# ---- serial_adder_flat ----
### config.mk
export PLATFORM = sky130hd
export DESIGN_NAME = serial_adder_flat
export DESIGN_NICKNAME = d
export VERILOG_FILES = /design/src/rtl/serial_adder_if.sv /design/src/rtl/serial_adder.sv /design/src/flat_wrapper.sv
export SDC_FILE = /design/constraint.sdc
export NUM_CORES = 1
export LEC_CHECK = 0
export CORE_MARGIN = 2
export CORE_UTILIZATION = 45
export CTS_CLUSTER_DIAMETER = 150
export CTS_CLUSTER_SIZE = 16
export DETAILED_ROUTE_END_ITERATION = 16
export GPL_TIMING_DRIVEN = 0
export PLACE_DENSITY = 0.71
export SYNTH_ARGS = -nofsm -noshare
export SYNTH_HDL_FRONTEND = slang
export SYNTH_SLANG_ARGS = --single-unit
### constraint.sdc
create_clock -name CLK -period 2.45 [get_ports CLK]
set_input_delay 0.49 -clock CLK [delete_from_list [all_inputs] [get_ports CLK]]
set_output_delay 0.49 -clock CLK [all_outputs]
set_load 0.01 [all_outputs]
### src/rtl/serial_adder_if.sv
// Operand/result bundle for serial_adder: start handshake, operands in, sum and flags out.
interface serial_adder_if #(
  parameter int unsigned WIDTH = 8
);
  logic             Start;
  logic [WIDTH-1:0] A;
  logic [WIDTH-1:0] B;
  logic             Cin;
  logic             Ready;
  logic             Done;
  logic [WIDTH-1:0] S;
  logic             Cout;
  logic             Ovf;

  modport master (output Start, A, B, Cin, input Ready, Done, S, Cout, Ovf);
  modport slave  (input Start, A, B, Cin, output Ready, Done, S, Cout, Ovf);
endinterface

### src/rtl/serial_adder.sv
// Digit-serial adder: WIDTH-bit A+B+Cin through one DIGIT-bit slice, WIDTH/DIGIT cycles per op.
// Result, carry and signed-overflow are registered at completion and held until the next one.
module serial_adder #(
  parameter int unsigned WIDTH = 8,
  parameter int unsigned DIGIT = 1
) (
  input logic           CLK,
  input logic           RST,
  serial_adder_if.slave bus
);
  localparam int unsigned N     = WIDTH / DIGIT;
  localparam int unsigned CNT_W = (N > 1) ? $clog2(N) : 1;
  localparam int unsigned SW    = DIGIT + 1;

  if (WIDTH < 2 || (WIDTH % DIGIT) != 0) begin : g_param_check
    $error("serial_adder: WIDTH must be >= 2 and a multiple of DIGIT");
  end

  typedef enum logic [1:0] {IDLE, RUN, DONE} state_t;

  state_t           state, state_nxt;
  logic [WIDTH-1:0] a_q, a_nxt, b_q, b_nxt;
  logic [WIDTH-1:0] acc_q, acc_nxt, s_q, s_nxt;
  logic             carry_q, carry_nxt;
  logic [CNT_W-1:0] cnt_q, cnt_nxt;
  logic             ready_q, ready_nxt, done_q, done_nxt;
  logic             cout_q, cout_nxt, ovf_q, ovf_nxt;

  logic [DIGIT-1:0] a_dig, b_dig;
  logic [SW-1:0]    slice;
  logic             msb_cin;

  // Shared digit slice; msb_cin recovers the carry into the top bit for the overflow flag.
  assign a_dig   = a_q[DIGIT-1:0];
  assign b_dig   = b_q[DIGIT-1:0];
  assign slice   = SW'(a_dig) + SW'(b_dig) + SW'(carry_q);
  assign msb_cin = a_dig[DIGIT-1] ^ b_dig[DIGIT-1] ^ slice[DIGIT-1];

  always_ff @(posedge CLK) begin
    if (RST) begin
      state   <= IDLE;
      a_q     <= '0;
      b_q     <= '0;
      acc_q   <= '0;
      s_q     <= '0;
      carry_q <= 1'b0;
      cnt_q   <= '0;
      ready_q <= 1'b1;
      done_q  <= 1'b0;
      cout_q  <= 1'b0;
      ovf_q   <= 1'b0;
    end else begin
      state   <= state_nxt;
      a_q     <= a_nxt;
      b_q     <= b_nxt;
      acc_q   <= acc_nxt;
      s_q     <= s_nxt;
      carry_q <= carry_nxt;
      cnt_q   <= cnt_nxt;
      ready_q <= ready_nxt;
      done_q  <= done_nxt;
      cout_q  <= cout_nxt;
      ovf_q   <= ovf_nxt;
    end
  end

  always_comb begin
    state_nxt = state;
    a_nxt     = a_q;
    b_nxt     = b_q;
    acc_nxt   = acc_q;
    s_nxt     = s_q;
    carry_nxt = carry_q;
    cnt_nxt   = cnt_q;
    cout_nxt  = cout_q;
    ovf_nxt   = ovf_q;
    done_nxt  = 1'b0;

    unique case (state)
      IDLE, DONE: begin
        state_nxt = IDLE;
        if (bus.Start) begin
          state_nxt = RUN;
          a_nxt     = bus.A;
          b_nxt     = bus.B;
          carry_nxt = bus.Cin;
          acc_nxt   = '0;
          cnt_nxt   = '0;
        end
      end
      RUN: begin
        // Partial sum builds in acc_q so S only ever shows completed results.
        acc_nxt   = (acc_q >> DIGIT) | (WIDTH'(slice[DIGIT-1:0]) << (WIDTH - DIGIT));
        a_nxt     = a_q >> DIGIT;
        b_nxt     = b_q >> DIGIT;
        carry_nxt = slice[DIGIT];
        cnt_nxt   = cnt_q + CNT_W'(1);
        if (cnt_q == CNT_W'(N - 1)) begin
          state_nxt = DONE;
          s_nxt     = acc_nxt;
          cout_nxt  = slice[DIGIT];
          ovf_nxt   = msb_cin ^ slice[DIGIT];
          done_nxt  = 1'b1;
        end
      end
      default: state_nxt = IDLE;
    endcase

    ready_nxt = (state_nxt != RUN);
  end

  assign bus.Ready = ready_q;
  assign bus.Done  = done_q;
  assign bus.S     = s_q;
  assign bus.Cout  = cout_q;
  assign bus.Ovf   = ovf_q;
endmodule

### src/flat_wrapper.sv
// flat-port wrapper written by rule: the top's interface ports become plain ports
module serial_adder_flat 
#(
  parameter int unsigned WIDTH = 8,
  parameter int unsigned DIGIT = 1
)
  (CLK, RST, bus_Start, bus_A, bus_B, bus_Cin, bus_Ready, bus_Done, bus_S, bus_Cout, bus_Ovf);
  serial_adder_if #(.WIDTH(WIDTH)) bus_i ();
  input logic CLK;
  input logic RST;
  input wire logic [$bits(bus_i.Start)-1:0] bus_Start;
  input wire logic [$bits(bus_i.A)-1:0] bus_A;
  input wire logic [$bits(bus_i.B)-1:0] bus_B;
  input wire logic [$bits(bus_i.Cin)-1:0] bus_Cin;
  output wire logic [$bits(bus_i.Ready)-1:0] bus_Ready;
  output wire logic [$bits(bus_i.Done)-1:0] bus_Done;
  output wire logic [$bits(bus_i.S)-1:0] bus_S;
  output wire logic [$bits(bus_i.Cout)-1:0] bus_Cout;
  output wire logic [$bits(bus_i.Ovf)-1:0] bus_Ovf;
  assign bus_i.Start = bus_Start;
  assign bus_i.A = bus_A;
  assign bus_i.B = bus_B;
  assign bus_i.Cin = bus_Cin;
  assign bus_Ready = bus_i.Ready;
  assign bus_Done = bus_i.Done;
  assign bus_S = bus_i.S;
  assign bus_Cout = bus_i.Cout;
  assign bus_Ovf = bus_i.Ovf;
  serial_adder #(.WIDTH(WIDTH), .DIGIT(DIGIT)) u_core (.CLK(CLK), .RST(RST), .bus(bus_i));
endmodule
# ---- rom_loader_flat ----
### src/rtl/rom_loader_pkg.sv
// rom_loader_pkg: shared state encoding, frame widths and helpers for the ROM loader
package rom_loader_pkg;
  localparam int BYTE_W = 8;
  localparam int INST_W = 32;
  localparam int LEN_W  = 16;
  typedef logic [BYTE_W-1:0] byte_t;
  typedef logic [INST_W-1:0] inst_t;
  typedef enum logic [2:0] {S_LEN_HI, S_LEN_LO, S_DATA, S_CSUM, S_HOLD, S_RUN, S_ERR} state_t;
  function automatic logic loading(input state_t s);
    return s inside {S_LEN_HI, S_LEN_LO, S_DATA, S_CSUM};
  endfunction
endpackage

### src/rtl/rom_loader_if.sv
// rom_loader_if: byte stream in, ROM write port and CPU control out of the loader
//   in_valid/in_data/in_ready : framed byte stream (master drives valid/data)
//   reload                    : restart pulse from master
//   rom_we/rom_addr/rom_wdata : ROM write port (slave drives)
//   cpu_rst/done/error        : CPU reset and load status (slave drives)
interface rom_loader_if #(parameter int ADDR_W = 10);
  import rom_loader_pkg::*;
  logic in_valid, in_ready, reload, rom_we, cpu_rst, done, error;
  byte_t in_data;
  logic [ADDR_W-1:0] rom_addr;
  inst_t rom_wdata;
  modport master(output in_valid, in_data, reload, input in_ready, rom_we, rom_addr, rom_wdata, cpu_rst, done, error);
  modport slave(input in_valid, in_data, reload, output in_ready, rom_we, rom_addr, rom_wdata, cpu_rst, done, error);
endinterface

### src/rtl/rom_loader_packer.sv
// rom_loader_packer: packs accepted payload bytes big-endian into 32-bit words
//   clk, rst_n : clock, asynchronous active-low reset
//   clr        : synchronous clear (reload)
//   shift, din : accept one payload byte
//   cnt        : bytes already held of the current word
//   word_valid : one-cycle pulse, word holds a complete instruction
//   word       : shift register, first byte ends up in bits[31:24]
module rom_loader_packer
  import rom_loader_pkg::*;
(
  input  logic       clk,
  input  logic       rst_n,
  input  logic       clr,
  input  logic       shift,
  input  byte_t      din,
  output logic [1:0] cnt,
  output logic       word_valid,
  output inst_t      word
);
  always_ff @(posedge clk or negedge rst_n)
    if (!rst_n) begin
      cnt <= '0;
      word_valid <= 1'b0;
      word <= '0;
    end else if (clr) begin
      cnt <= '0;
      word_valid <= 1'b0;
      word <= '0;
    end else begin
      word_valid <= shift && cnt == 2'd3;
      if (shift) begin
        cnt <= cnt + 2'd1;
        word <= {word[INST_W-BYTE_W-1:0], din};
      end
    end
endmodule

### src/rtl/rom_loader.sv
// rom_loader: loads a framed, checksummed byte stream into the instruction ROM and releases the CPU
//   clk, rst_n : clock, asynchronous active-low reset
//   bus.slave  : byte stream (in_valid/in_data/in_ready), reload pulse,
//                ROM write port (rom_we/rom_addr/rom_wdata), cpu_rst/done/error status
module rom_loader
  import rom_loader_pkg::*;
#(
  parameter int ADDR_W   = 10,
  parameter int RST_HOLD = 4
) (
  input logic        clk,
  input logic        rst_n,
  rom_loader_if.slave bus
);
  localparam logic [LEN_W:0] CAP = (LEN_W+1)'(1) << ADDR_W;
  state_t state, nxt;
  logic rdy, acc, last, word_valid;
  logic [1:0] bcnt;
  logic [LEN_W-1:0] len, widx;
  logic [LEN_W:0] len_full;
  logic [7:0] hcnt;
  byte_t sum;
  rom_loader_packer u_packer (
    .clk       (clk),
    .rst_n     (rst_n),
    .clr       (bus.reload),
    .shift     (acc && state == S_DATA),
    .din       (bus.in_data),
    .cnt       (bcnt),
    .word_valid(word_valid),
    .word      (bus.rom_wdata)
  );
  // rdy is registered so in_ready stays low for the first cycle out of reset
  assign bus.in_ready = rdy && !bus.reload;
  assign acc = bus.in_valid && bus.in_ready;
  assign len_full = {1'b0, len[LEN_W-1:BYTE_W], bus.in_data};
  // last byte of the last word: the write itself lands in S_CSUM one cycle later
  assign last = bcnt == 2'd3 && widx == len - LEN_W'(1);
  assign bus.rom_we = word_valid;
  assign bus.rom_addr = widx[ADDR_W-1:0];
  assign bus.cpu_rst = state != S_RUN;
  assign bus.done = state == S_RUN;
  assign bus.error = state == S_ERR;
  always_comb begin
    nxt = state;
    if (bus.reload) nxt = S_LEN_HI;
    else
      case (state)
        S_LEN_HI: nxt = acc ? S_LEN_LO : state;
        S_LEN_LO: nxt = !acc ? state : len_full > CAP ? S_ERR : len_full == '0 ? S_CSUM : S_DATA;
        S_DATA:   nxt = acc && last ? S_CSUM : state;
        S_CSUM:   nxt = !acc ? state : bus.in_data == sum ? S_HOLD : S_ERR;
        S_HOLD:   nxt = hcnt == 8'(RST_HOLD - 1) ? S_RUN : state;
        default:  nxt = state;
      endcase
  end
  always_ff @(posedge clk or negedge rst_n)
    if (!rst_n) begin
      state <= S_LEN_HI;
      rdy <= 1'b0;
      len <= '0;
      widx <= '0;
      sum <= '0;
      hcnt <= '0;
    end else begin
      state <= nxt;
      rdy <= loading(nxt);
      hcnt <= state == S_HOLD && !bus.reload ? hcnt + 8'd1 : 8'd0;
      if (bus.reload) begin
        len <= '0;
        widx <= '0;
        sum <= '0;
      end else begin
        if (acc && state == S_LEN_HI) len[LEN_W-1:BYTE_W] <= bus.in_data;
        if (acc && state == S_LEN_LO) len[BYTE_W-1:0] <= bus.in_data;
        if (acc && state != S_CSUM) sum <= sum + bus.in_data;
        if (word_valid) widx <= widx + LEN_W'(1);
      end
    end
endmodule

### src/flat_wrapper.sv
// flat-port wrapper written by rule: the top's interface ports become plain ports
module rom_loader_flat import rom_loader_pkg::*;
#(
  parameter int ADDR_W   = 10,
  parameter int RST_HOLD = 4
)
  (clk, rst_n, bus_in_valid, bus_in_data, bus_reload, bus_in_ready, bus_rom_we, bus_rom_addr, bus_rom_wdata, bus_cpu_rst, bus_done, bus_error);
  rom_loader_if #(.ADDR_W(ADDR_W)) bus_i ();
  input logic clk;
  input logic rst_n;
  input wire logic [$bits(bus_i.in_valid)-1:0] bus_in_valid;
  input wire logic [$bits(bus_i.in_data)-1:0] bus_in_data;
  input wire logic [$bits(bus_i.reload)-1:0] bus_reload;
  output wire logic [$bits(bus_i.in_ready)-1:0] bus_in_ready;
  output wire logic [$bits(bus_i.rom_we)-1:0] bus_rom_we;
  output wire logic [$bits(bus_i.rom_addr)-1:0] bus_rom_addr;
  output wire logic [$bits(bus_i.rom_wdata)-1:0] bus_rom_wdata;
  output wire logic [$bits(bus_i.cpu_rst)-1:0] bus_cpu_rst;
  output wire logic [$bits(bus_i.done)-1:0] bus_done;
  output wire logic [$bits(bus_i.error)-1:0] bus_error;
  assign bus_i.in_valid = bus_in_valid;
  assign bus_i.in_data = bus_in_data;
  assign bus_i.reload = bus_reload;
  assign bus_in_ready = bus_i.in_ready;
  assign bus_rom_we = bus_i.rom_we;
  assign bus_rom_addr = bus_i.rom_addr;
  assign bus_rom_wdata = bus_i.rom_wdata;
  assign bus_cpu_rst = bus_i.cpu_rst;
  assign bus_done = bus_i.done;
  assign bus_error = bus_i.error;
  rom_loader #(.ADDR_W(ADDR_W), .RST_HOLD(RST_HOLD)) u_core (.clk(clk), .rst_n(rst_n), .bus(bus_i));
endmodule
### config.mk
export PLATFORM = sky130hd
export DESIGN_NAME = rom_loader_flat
export DESIGN_NICKNAME = d
export VERILOG_FILES = /design/src/rtl/rom_loader_pkg.sv /design/src/rtl/rom_loader_if.sv /design/src/rtl/rom_loader_packer.sv /design/src/rtl/rom_loader.sv /design/src/flat_wrapper.sv
export SDC_FILE = /design/constraint.sdc
export NUM_CORES = 1
export LEC_CHECK = 0
export ABC_CLOCK_PERIOD_IN_PS = 3000
export CORE_MARGIN = 5
export CORE_UTILIZATION = 47
export CTS_CLUSTER_DIAMETER = 50
export DETAILED_ROUTE_END_ITERATION = 6
export PLACE_DENSITY = 0.8
export SYNTH_ARGS = -nofsm -noshare
export SYNTH_HDL_FRONTEND = slang
export SYNTH_SLANG_ARGS = --single-unit
### constraint.sdc
create_clock -name clk -period 3 [get_ports clk]
set_clock_uncertainty 0.1 [all_clocks]
set_input_delay 0.3 -clock clk [delete_from_list [all_inputs] [get_ports clk]]
set_output_delay 0.3 -clock clk [all_outputs]
set_load 0.02 [all_outputs]
# ---- zturbo_ctrl ----
$ cat src/rtl/zclk_pkg.sv
// Shared definitions for the Z80 clock-generator turbo sequencer and stall generator.
package zclk_pkg;

  // Turbo encodings as seen by the clock generator
  localparam logic [1:0] TURBO_3M5 = 2'b00;
  localparam logic [1:0] TURBO_7M  = 2'b01;
  localparam logic [1:0] TURBO_14M = 2'b10;

  // Default timing parameters
  localparam int DWELL_CYC_DEF = 16;
  localparam int WAIT_MAX_DEF  = 7;

  // Turbo sequencer states
  typedef enum logic [1:0] {
    STABLE = 2'd0,
    PEND   = 2'd1,
    DWELL  = 2'd2
  } seq_state_e;

  // Fold the unused 11 encoding onto 14 MHz
  function automatic logic [1:0] norm_turbo(input logic [1:0] v);
    return v[1] ? TURBO_14M : v;
  endfunction

endpackage

$ cat src/rtl/zwait_gen.sv
// Stall generator: asserts zstall when a CPU memory cycle collides with a
// video fetch at 14 MHz, releasing on !vid_busy or after WAIT_MAX+1 cycles.
// Optional statistics counters under ZTURBO_STAT_EN.
module zwait_gen
  import zclk_pkg::*;
#(
  parameter int WAIT_MAX = WAIT_MAX_DEF
) (
  input  logic        fclk,
  input  logic        rst,
  input  logic        arm,
  input  logic        cpu_mreq_start,
  input  logic        vid_busy,
`ifdef ZTURBO_STAT_EN
  input  logic        stat_clr,
  output logic [15:0] stat_stall,
  output logic [7:0]  stat_to,
`endif
  output logic        zstall,
  output logic        stall_to
);

  localparam logic [3:0] WAIT_LIM = 4'(WAIT_MAX);

  logic       zstall_q;
  logic       to_q;
  logic [3:0] wcnt_q;

  // Stall set/hold/release; new requests are ignored while a stall is active
  always_ff @(posedge fclk) begin
    if (rst) begin
      zstall_q <= 1'b0;
      to_q     <= 1'b0;
      wcnt_q   <= 4'd0;
    end else if (!zstall_q) begin
      to_q <= 1'b0;
      if (arm && cpu_mreq_start && vid_busy) begin
        zstall_q <= 1'b1;
        wcnt_q   <= 4'd0;
      end
    end else begin
      wcnt_q <= wcnt_q + 4'd1;
      if (!vid_busy) begin
        zstall_q <= 1'b0;
        to_q     <= 1'b0;
      end else if (wcnt_q == WAIT_LIM) begin
        zstall_q <= 1'b0;
        to_q     <= 1'b1;
      end else begin
        to_q <= 1'b0;
      end
    end
  end

  assign zstall   = zstall_q;
  assign stall_to = to_q;

`ifdef ZTURBO_STAT_EN
  logic [15:0] stat_stall_q;
  logic [7:0]  stat_to_q;

  // Saturating counts of stalled cycles and timeout releases
  always_ff @(posedge fclk) begin
    if (rst || stat_clr) begin
      stat_stall_q <= 16'd0;
      stat_to_q    <= 8'd0;
    end else begin
      if (zstall_q && (stat_stall_q != 16'hFFFF)) begin
        stat_stall_q <= stat_stall_q + 16'd1;
      end
      if (to_q && (stat_to_q != 8'hFF)) begin
        stat_to_q <= stat_to_q + 8'd1;
      end
    end
  end

  assign stat_stall = stat_stall_q;
  assign stat_to    = stat_to_q;
`endif

endmodule

$ cat src/rtl/zturbo_ctrl.sv
// Turbo sequencer for the Z80 clock generator: arbitrates CPU turbo setting
// against force_slow, changes only on half_cend boundaries with a dwell
// between changes, and hosts the 14 MHz stall generator (zwait_gen).
// Optional macro ZTURBO_STAT_EN adds stall statistics ports.
module zturbo_ctrl
  import zclk_pkg::*;
#(
  parameter int DWELL_CYC = DWELL_CYC_DEF,
  parameter int WAIT_MAX  = WAIT_MAX_DEF
) (
  input  logic        fclk,
  input  logic        rst,
  input  logic        pre_cend,
  input  logic        cfg_we,
  input  logic [1:0]  cfg_turbo,
  input  logic        force_slow,
  input  logic        cpu_mreq_start,
  input  logic        vid_busy,
`ifdef ZTURBO_STAT_EN
  input  logic        stat_clr,
  output logic [15:0] stat_stall,
  output logic [7:0]  stat_to,
`endif
  output logic [1:0]  turbo_out,
  output logic        turbo_chg,
  output logic        zstall,
  output logic        stall_to
);

  localparam logic [7:0] DWELL_LOAD = 8'(DWELL_CYC - 1);

  logic       phase_q;
  logic [1:0] cfg_q;
  logic [1:0] turbo_q;
  logic       chg_q;
  logic [7:0] dwell_q;
  seq_state_e state_q;

  logic       half_cend;
  logic [1:0] tgt;

  // Boundary detect and requested target (force_slow wins over the CPU setting)
  always_comb begin
    half_cend = pre_cend & phase_q;
    if (force_slow) begin
      tgt = TURBO_3M5;
    end else begin
      tgt = cfg_q;
    end
  end

  // Phase tracker aligned with the clock generator, and the CPU turbo register
  always_ff @(posedge fclk) begin
    if (rst) begin
      phase_q <= 1'b0;
      cfg_q   <= TURBO_3M5;
    end else begin
      if (pre_cend) begin
        phase_q <= ~phase_q;
      end
      if (cfg_we) begin
        cfg_q <= norm_turbo(cfg_turbo);
      end
    end
  end

  // Turbo sequencer FSM with registered turbo_out / turbo_chg
  always_ff @(posedge fclk) begin
    if (rst) begin
      state_q <= STABLE;
      turbo_q <= TURBO_3M5;
      chg_q   <= 1'b0;
      dwell_q <= 8'd0;
    end else begin
      chg_q <= 1'b0;
      case (state_q)
        STABLE: begin
          if (tgt != turbo_q) begin
            state_q <= PEND;
          end
        end
        PEND: begin
          if (tgt == turbo_q) begin
            state_q <= STABLE;
          end else if (half_cend) begin
            turbo_q <= tgt;
            chg_q   <= 1'b1;
            dwell_q <= DWELL_LOAD;
            state_q <= DWELL;
          end
        end
        DWELL: begin
          // Slowing down for force_slow never waits out the dwell
          if (force_slow && (turbo_q != TURBO_3M5)) begin
            state_q <= PEND;
          end else if (half_cend) begin
            if (dwell_q == 8'd0) begin
              state_q <= STABLE;
            end else begin
              dwell_q <= dwell_q - 8'd1;
            end
          end
        end
        default: begin
          state_q <= STABLE;
        end
      endcase
    end
  end

  assign turbo_out = turbo_q;
  assign turbo_chg = chg_q;

  zwait_gen #(
    .WAIT_MAX(WAIT_MAX)
  ) u_zwait_gen (
    .fclk          (fclk),
    .rst           (rst),
    .arm           (turbo_q[1]),
    .cpu_mreq_start(cpu_mreq_start),
    .vid_busy      (vid_busy),
`ifdef ZTURBO_STAT_EN
    .stat_clr      (stat_clr),
    .stat_stall    (stat_stall),
    .stat_to       (stat_to),
`endif
    .zstall        (zstall),
    .stall_to      (stall_to)
  );

endmodule

$ cat config.mk
export PLATFORM = sky130hd
export DESIGN_NAME = zturbo_ctrl
export DESIGN_NICKNAME = d
export VERILOG_FILES = /design/src/rtl/zclk_pkg.sv /design/src/rtl/zwait_gen.sv /design/src/rtl/zturbo_ctrl.sv
export SDC_FILE = /design/constraint.sdc
export NUM_CORES = 1
export LEC_CHECK = 0
export CAP_MARGIN = 20
export CORE_ASPECT_RATIO = 1.75
export CORE_MARGIN = 8
export CORE_UTILIZATION = 50
export DETAILED_ROUTE_END_ITERATION = 8
export PLACE_DENSITY = 0.73
export SYNTH_ARGS = -nofsm -noshare
export SYNTH_HDL_FRONTEND = slang
export SYNTH_SLANG_ARGS = --single-unit
$ cat constraint.sdc
create_clock -name fclk -period 3.6 [get_ports fclk]
set_input_delay 0.9 -clock fclk [delete_from_list [all_inputs] [get_ports fclk]]
set_output_delay 0.9 -clock fclk [all_outputs]
set_load 0.005 [all_outputs]
# ---- infifo_thread_scheduler ----
$ cat config.mk
export PLATFORM = sky130hd
export DESIGN_NAME = infifo_thread_scheduler
export DESIGN_NICKNAME = d
export VERILOG_FILES = /design/src/rtl/infifo_thread_scheduler.sv
export SDC_FILE = /design/constraint.sdc
export NUM_CORES = 1
export LEC_CHECK = 0
export CAP_MARGIN = 10
export CORE_MARGIN = 2
export CORE_UTILIZATION = 48
export DETAILED_ROUTE_END_ITERATION = 16
export PLACE_DENSITY = 0.85
export SLEW_MARGIN = 20
export SYNTH_ARGS = -nofsm -noshare
export SYNTH_HDL_FRONTEND = slang
export SYNTH_SLANG_ARGS = --single-unit
$ cat constraint.sdc
create_clock -name clk -period 5 [get_ports clk]
set_input_delay 1 -clock clk [delete_from_list [all_inputs] [get_ports clk]]
set_output_delay 1 -clock clk [all_outputs]
set_load 0.02 [all_outputs]
$ cat src/rtl/infifo_thread_scheduler.sv
// Input-FIFO thread scheduler: pops whole packets from the FWFT small FIFO
// and hands each one to the next hardware thread in round-robin order.
module infifo_thread_scheduler #(
    parameter int NUM_THREADS = 4,
    parameter int THREAD_BITS = 2,
    parameter int DATA_WIDTH  = 64,
    parameter int MAX_WORDS   = 256,
    parameter bit SKIP_BUSY   = 1'b1
) (
    input  logic                   clk,
    input  logic                   reset,
    input  logic                   in_fifo_empty,
    input  logic [DATA_WIDTH-1:0]  in_fifo_data,
    input  logic                   in_fifo_sof,
    input  logic                   in_fifo_eof,
    output logic                   in_fifo_rd_en,
    input  logic                   stop_smallfifo_read,
    output logic [THREAD_BITS-1:0] thread_sel,
    output logic [THREAD_BITS-1:0] thread_sel_next,
    output logic [DATA_WIDTH-1:0]  out_data,
    output logic                   firstword_out,
    output logic                   fifowrite_out,
    output logic                   out_last,
    output logic                   enable_cpu_out,
    output logic                   pkt_trunc,
    output logic [15:0]            drop_cnt
);

    typedef enum logic [1:0] {IDLE, READ, LAST, ENABLE} state_t;

    localparam logic [15:0] CNT_LAST = 16'(MAX_WORDS - 1);
    localparam logic [THREAD_BITS-1:0] T_ONE = THREAD_BITS'(1);

    state_t      state;
    state_t      state_nxt;
    logic [15:0] word_cnt;
    logic        take_first;
    logic        take_word;
    logic        drop_word;
    logic        skip;
    logic        cut;

    always_comb begin
        state_nxt     = state;
        in_fifo_rd_en = 1'b0;
        take_first    = 1'b0;
        take_word     = 1'b0;
        drop_word     = 1'b0;
        skip          = 1'b0;
        cut           = 1'b0;
        unique case (state)
            IDLE: begin
                if (!in_fifo_empty) begin
                    if (!in_fifo_sof) begin
                        in_fifo_rd_en = 1'b1;
                        drop_word     = 1'b1;
                    end else if (stop_smallfifo_read) begin
                        skip = SKIP_BUSY;
                    end else begin
                        in_fifo_rd_en = 1'b1;
                        take_first    = 1'b1;
                        state_nxt     = in_fifo_eof ? LAST : READ;
                    end
                end
            end
            READ: begin
                if (!in_fifo_empty) begin
                    in_fifo_rd_en = 1'b1;
                    take_word     = 1'b1;
                    cut           = !in_fifo_eof && (word_cnt == CNT_LAST);
                    if (in_fifo_eof || cut)
                        state_nxt = LAST;
                end
            end
            LAST:    state_nxt = ENABLE;
            ENABLE:  state_nxt = IDLE;
            default: state_nxt = IDLE;
        endcase
        // a word popped during reset would be lost, so never pop then
        if (reset)
            in_fifo_rd_en = 1'b0;
    end

    always_ff @(posedge clk) begin
        if (reset) begin
            state           <= IDLE;
            thread_sel      <= '0;
            thread_sel_next <= '0;
            out_data        <= '0;
            firstword_out   <= 1'b0;
            fifowrite_out   <= 1'b0;
            out_last        <= 1'b0;
            enable_cpu_out  <= 1'b0;
            pkt_trunc       <= 1'b0;
            drop_cnt        <= '0;
            word_cnt        <= '0;
        end else begin
            state          <= state_nxt;
            fifowrite_out  <= take_first | take_word;
            firstword_out  <= take_first;
            out_last       <= 1'b0;
            enable_cpu_out <= (state == LAST);
            if (take_first | take_word) begin
                out_data <= in_fifo_data;
                out_last <= in_fifo_eof | cut;
            end
            if (take_first) begin
                thread_sel <= thread_sel_next;
                word_cnt   <= 16'd1;
            end
            if (take_word)
                word_cnt <= word_cnt + 16'd1;
            if (cut)
                pkt_trunc <= 1'b1;
            if (drop_word && drop_cnt != 16'hFFFF)
                drop_cnt <= drop_cnt + 16'd1;
            if (skip)
                thread_sel_next <= thread_sel_next + T_ONE;
            if (state == ENABLE)
                thread_sel_next <= thread_sel + T_ONE;
        end
    end

endmodule

zturbo_ctrl, routed metal, one colour a layer:
Scale bar: 20 um. Two of the layers only.
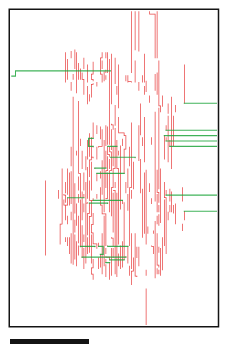
Key: green = metal 3 [wire length 172 um]; red = metal 2 [wire length 1,430 um]
DR vias: 1,075
GRT Overall Usage: 0.1321

==> git commit body, zturbo_ctrl <==
Record implementation results from latest flow run

* Site row count: 23
- Nature of the critical path endpoint: flip-flop
- Post-place setup slack: 951.6 ps
* Setup skew after layout: 2.563 ps
- The first global-routing pass estimated 4.402 mm of wire.
- Dividing total power by cell area gives a power density of 372.0 nW/um^2.
* Nets: 160
- Result of the run: complete, no violations
- Multi-input logic area: 664.4 um^2
- At the later pin of the worst-skew pair, clock insertion delay measures 260 ps.
- Unique cell types: 48
* Most instantiated logic cell after routing: dfxtp_1
- Combined flip-flop and latch cell area: 440.4 um^2
- The layout has 3 clock buffers.
- Fin crit share: 0.6676
- Adding up every negative setup slack in the final design gives 0 ps.
- After synthesis the netlist holds a flip-flop and latch count of 22.
- After filler insertion, the fill cell instance count of the layout stands at 211.
- Crit Path Category: input port to flip-flop
- Tap insertion was completed with 25 tapcells.
zturbo_ctrl: registers in the layout, summed over array words and instances (netlist names), 2 cells and up:
name                flops
cfg_q                   2
turbo_out               2
u_zwait_gen.wcnt_q      4
state_q                 2
dwell_q                 8
zturbo_ctrl: critical path: cells and delay by family:
family                 cells  cell delay, ps
AND-OR/OR-AND              2             640
buffers and inverters      1             530
AND/OR/NAND/NOR            2             480
zturbo_ctrl: layer usage:
metal  part of all wire  global-route usage  vias up
li1                   -                   -      530
met1               0.40              0.1330      508
met2               0.53              0.2363       35
met3              0.064             0.03731        2
met4             0.0078             0.05990        0
met5                  0                   0        -
zturbo_ctrl: power breakdown:
| group | switching (mW) | total (mW) | internal [mW] |
|---|---|---|---|
| Clock | 0.0800 | 0.228 | 0.148 |
| Combinational | 0.0145 | 0.0298 | 0.0153 |
| Sequential | 0.00327 | 0.249 | 0.246 |
| Total | 0.0977 | 0.507 | 0.410 |
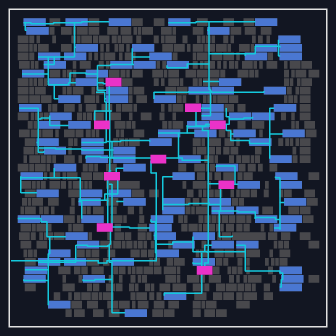
infifo_thread_scheduler: clock network drawn from the DEF
Key: magenta = clock drivers [count 9]; blue = flip-flops [count 107]; cyan = clock wires [length 1,220 um]
Position of the flops: widely spread. There are 10 routed clock nets.
Insertion Delay late pin: 370 ps
setup skew after layout: 13.91 ps
Power Clock: 0.611 mW

==> git commit body, infifo_thread_scheduler <==
Record implementation results from latest flow run

- Result of the run: complete, no violations
- Warnings raised by the tools during the run amount to 31.
- Between the synthesized netlist and the finished layout, the area growth was recorded as 40.92%.
- Per the post-place timing report, worst setup slack is 1573 ps.
- Across the placement rows, the number of tap cells is 111.
- In the final layout, the clock buffer count is 10.
* Total power divided by cell area: 362.6 nW/um^2
* Post-CTS Repair Setup Buffers: 0
- Wire segments on met2 add up to 6.038 mm in the final route.
- Cell family with the largest share of critical-path delay: buffers and inverters
- Post-route total power: 2.281 mW
* CTS Buf Count: 9
* Sum of met3 wire segment lengths after detailed routing: 877 um
* Top achievable clock speed: 290.0 MHz
- The layout summary lists the proportion of cells stronger than drive strength 1 as 0.04755.
- The largest individual stage delay along the critical path comes from the cell clkdlybuf4s50_1.
- Nature of the critical path endpoint: output pin
- Share of total power in combinational logic: 0.291
* Largest Pwr Group: sequential cells
- Clock-pin slew was measured on the worst setup and hold paths at 90 ps.
- Registers take 2142 um^2.
* Area of the chip: 10,090 um^2
- OpenSTA lists the critical path startpoint as in_fifo_sof.
- STA lists the startpoint of the worst hold path as out_data[43]$_SDFFE_PP0N_.
- Nets still carrying antenna violations after routing amount to 0.
- Per STA, the endpoint of the critical path is in_fifo_rd_en.
* Largest stage delay on the critical path: 630 ps
- Per the CTS log, the maximum H-tree level is 3.
[infifo_thread_scheduler: synth_stat cells, types with 5 or more instances]
| library cell | n | area, um^2 |
|---|---|---|
| clkbuf_1 | 21 | 78.83 |
| nand2_1 | 154 | 578.1 |
| a31oi_1 | 5 | 31.28 |
| or4_1 | 5 | 37.54 |
| dfxtp_1 | 107 | 2142 |
| nor4_1 | 5 | 31.28 |
| nand3_1 | 14 | 70.07 |
| mux2_2 | 6 | 67.56 |
| nor2_1 | 29 | 108.9 |
| a211oi_1 | 5 | 37.54 |
| a21oi_1 | 80 | 400.4 |
| nor2b_1 | 10 | 62.56 |
| nand4_1 | 9 | 56.30 |
| nor3_1 | 10 | 50.05 |
| ha_1 | 6 | 75.07 |
| inv_1 | 7 | 26.28 |
| buf_2 | 10 | 50.05 |
[infifo_thread_scheduler: state kept, by name, summed over array words and instances (netlist names)]
signal	count
out_data	64
drop_cnt	16
word_cnt	16
state	2
thread_sel	2
thread_sel_next	2
enable_cpu_out	1
fifowrite_out	1
firstword_out	1
out_last	1
pkt_trunc	1
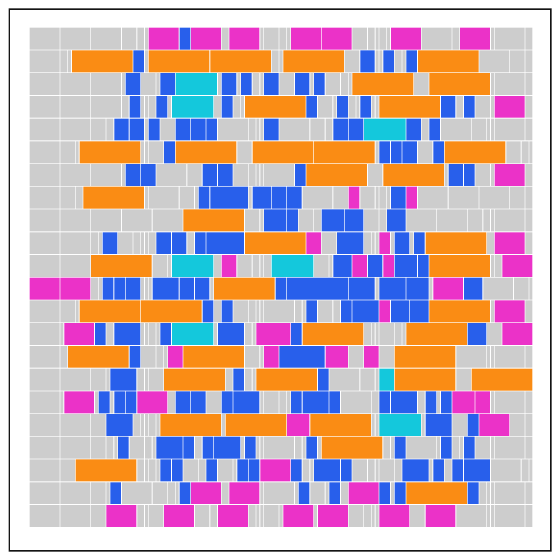
serial_adder_flat: cells coloured by class
Fill, decap, tap and diode cells in grey.
Key: blue = combinational and other logic [cells 142]; magenta = remaining buffers and delay cells [cells 47]; cyan = clock drivers and dummy loads [cells 8]; orange = sequential cells [cells 41]
Final Cell Area: 2126 um^2
flip-flop and latch share of the layout cell area: 0.3861

==> git commit body, serial_adder_flat <==
Record implementation results from latest flow run

- Setup repair after global routing left no endpoint under its margin.
- Per the skew report, the later register of the worst-skew pair sees a clock latency of 290 ps.
- The flow reports an fmax of 597.1 MHz.
- Most instantiated logic cell after routing: nand2_1
* Clk cell area share: 0.04768
- Maximum number of pins on one net before global-route repair: 13
* Cell count after synthesis: 199
- The first global-routing pass estimated 5.871 mm of wire.
- Routing resource usage on met2 recorded by global route was 0.2734.
- The run finished with clean final reports.
- Combinational power for this build is 0.184 mW.
- Post-CTS Repair Setup Buffers: 0
* Synthesis area per yosys: 1654 um^2
- Hold buffer count at cts: 0
- Net Sw Frac: 0.2435
- Note, the detailed placer reported a final HPWL of 2.349 mm.
- For the pin with the worst max-slew slack, the measured transition is 482.9 ps.
- Measured in cells, the most critical reg-to-reg path has a length of 5.
* Largest non-sequential cell family by area: simple AND/OR/NAND/NOR gates
* Power Clock: 0.477 mW
- Cell taking the most area after synthesis: dfxtp_1
* Total power divided by cell area: 648.5 nW/um^2
* H-tree depth: 2
- Clock tree synthesis found a total of 41 sinks.
- Power share of the sequential group: 0.520
* Ys Warns: 0
- Summed over all layers, the global routing overflow is 0.
* Die boundary height: 64.63 um
- Per the detail_route report, vias per standard cell equal 5.066.
- Combined flip-flop and latch cell area: 820.8 um^2
-- serial_adder_flat: worst max path at each step --
stage                                       from  slack, ps  cells past startpoint                           to
global route                           bus_Start        700                      6   u_core.a_q[3]$_SDFFE_PP0P_
finish              u_core.bus.Cout$_SDFFE_PP0P_        780                      1                     bus_Cout
floorplan             u_core.b_q[0]$_SDFFE_PP0P_       1010                      5  u_core.bus.Ovf$_SDFFE_PP0P_
global placement                       bus_Start        550                      6   u_core.a_q[0]$_SDFFE_PP0P_
detailed placement                     bus_Start        530                      6   u_core.a_q[3]$_SDFFE_PP0P_
CTS                 u_core.bus.Cout$_SDFFE_PP0P_        770                      1                     bus_Cout
-- serial_adder_flat: synth_stat cells --
cell and count:
buf_4 3, buf_6 1, dfxtp_1 41, a311oi_2 1, nand2_1 52, nor2b_1 3, a21oi_1 20, and3b_1 1
ha_1 2, nand3b_1 1, xnor2_1 3, inv_1 3, nand2b_1 5, clkbuf_1 5, fa_1 1, a2bb2oi_1 1
nand3_1 13, a311oi_1 13, o21ai_0 1, nor2_1 19, a211oi_1 3, buf_2 7
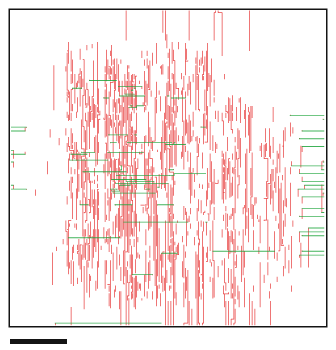
rom_loader_flat: routed metal, one colour a layer
Scale bar: 20 um. Two of the layers only.
Key: green = metal 3 [wire length 522 um]; red = metal 2 [wire length 5,320 um]
DR vias: 3,827
final wirelength: 10.78 mm
GRT Overall Usage: 0.1811
WL/cell: 15.60 um

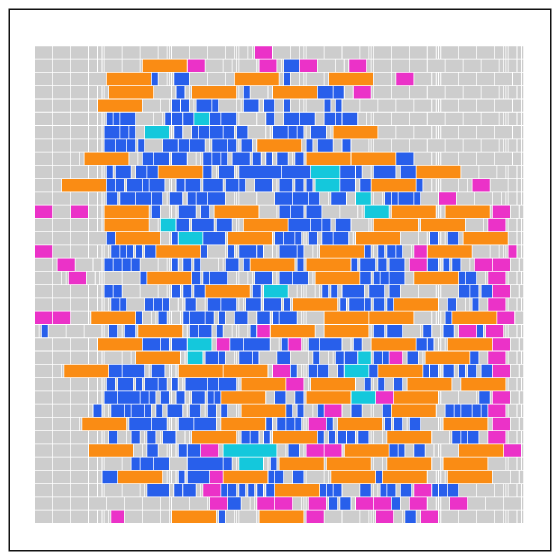
rom_loader_flat: cells coloured by class
Fill, decap, tap and diode cells in grey.
Key: blue = combinational and other logic [cells 391]; orange = sequential cells [cells 87]; magenta = remaining buffers and delay cells [cells 64]; cyan = clock drivers and dummy loads [cells 16]
site row count: 36
Core Footprint: 9819 um^2
core occupancy in the finished layout: 0.5670

==> git commit body, rom_loader_flat <==
Record implementation results from latest flow run

- The flow reported a cell area power density of 437.1 nW/um^2.
- Result of the run: complete, no violations
- Parity-gate share of the synthesized area counting xor and xnor cells: 0.08082
- Input and output buffers added on the ports amount to 58.
- Once the clock tree was built, the resizer swapped 0 gates to a different size.
- The power report attributes to the clock group a share of 0.356.
- Post-synthesis mux area share: 0.02099
- After synthesis the cells add up to 4768 um^2.
- Number of antenna violations at the first check in global routing: 0
- Power spent charging and discharging nets: 0.6911 mW
- Number of clock buffers in the layout: 9
- Of all nets on the critical path, the largest fanout is 7.
- There are 87 flip-flops and latches.
* Post-CTS Repair Setup Buffers: 0
- The first global-routing pass estimated 18.68 mm of wire.
- Share of final-layout standard cells stronger than drive strength 1: 0.05914
* Number of clock sinks: 87
* Filler Cell Count: 903
* DRT Pass-1 Iters: 6
- Measured in cells, the most critical reg-to-reg path has a length of 8.
- The final max-slew violation count recorded for this run is 0.
* Count of inverters not on the clock network in the layout: 9
- Most instantiated logic cell after routing: dfrtp_1
-- rom_loader_flat: layer usage --
layer | part of all wire | track usage | up-vias
li1 | - | - | 1830
met1 | 0.44 | 0.2360 | 1869
met2 | 0.49 | 0.2965 | 107
met3 | 0.048 | 0.03766 | 21
met4 | 0.021 | 0.06979 | 0
met5 | 0 | 0 | -
-- rom_loader_flat: flip-flops by register name, summed over array words and instances (netlist names) --
| signal | count |
|---|---|
| u_core.state | 3 |
| u_core.u_packer.word | 32 |
| u_core.u_packer.word_valid | 1 |
| u_core.sum | 8 |
| u_core.hcnt | 8 |
| u_core.u_packer.cnt | 2 |
| u_core.widx | 16 |
| u_core.len | 16 |
| u_core.rdy | 1 |
-- rom_loader_flat: stage by stage --
| step | setup WS, ps | instances | cell area (um^2) |
|---|---|---|---|
| 6_report | 417.3 | 691 | 5568 |
| 5_1_grt | 253.8 | 691 | 5568 |
| 4_1_cts | 421.2 | 691 | 5568 |
| 3_5_place_dp | 361.2 | 675 | 5355 |
| 3_3_place_gp | 496.5 | 675 | 5355 |
| 2_1_floorplan | 544.8 | 517 | 4768 |


## Gallery

Clock network drawn from the DEF.
panel A
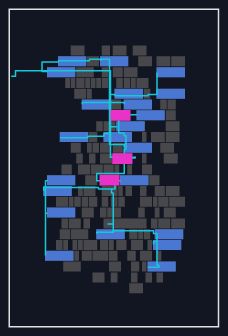
panel B
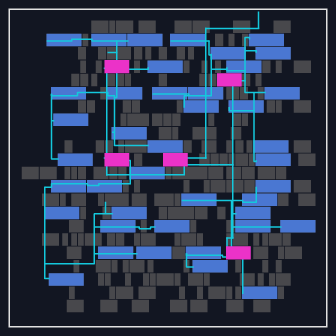
panel C
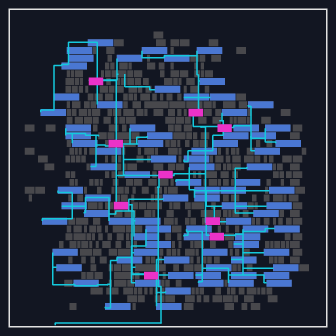
- rom_loader_flat = panel C
- serial_adder_flat = panel B
- zturbo_ctrl = panel A
- fewest sequential cells: panel A
- most sequential cells: panel C

Key to panel B:
Key: cyan = clock wires [length 468 um]; magenta = clock drivers [count 5]; blue = flip-flops [count 41]
There are 6 routed clock nets. Position of the flops: widely spread.


==> screenshots <==
PDN straps and rails.
Scale bar: 20 um. Pins as bars on the die edge.
image #1
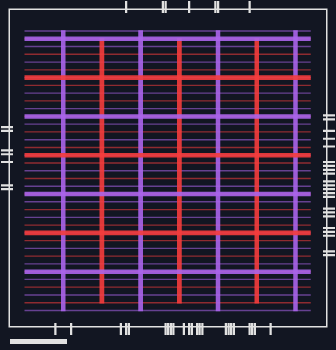
image #2
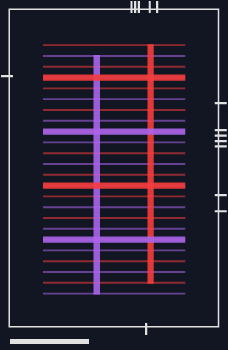
image #3
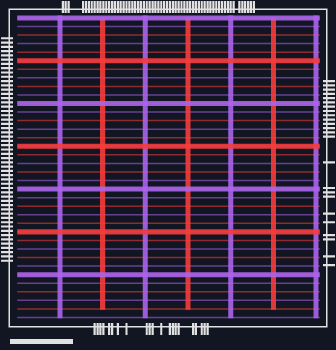
image #4
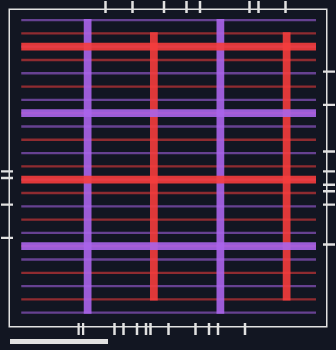
- most pins: image #3
| from | picture |
|---|---|
| serial_adder_flat | image #4 |
| rom_loader_flat | image #1 |
| infifo_thread_scheduler | image #3 |
| zturbo_ctrl | image #2 |

Key to image #2:
Key: red = VDD; purple = VSS
14 signal pins sit on the boundary. The core has 23 rows. 2 straps on met4.

Power and IR drop assume default switching activity.
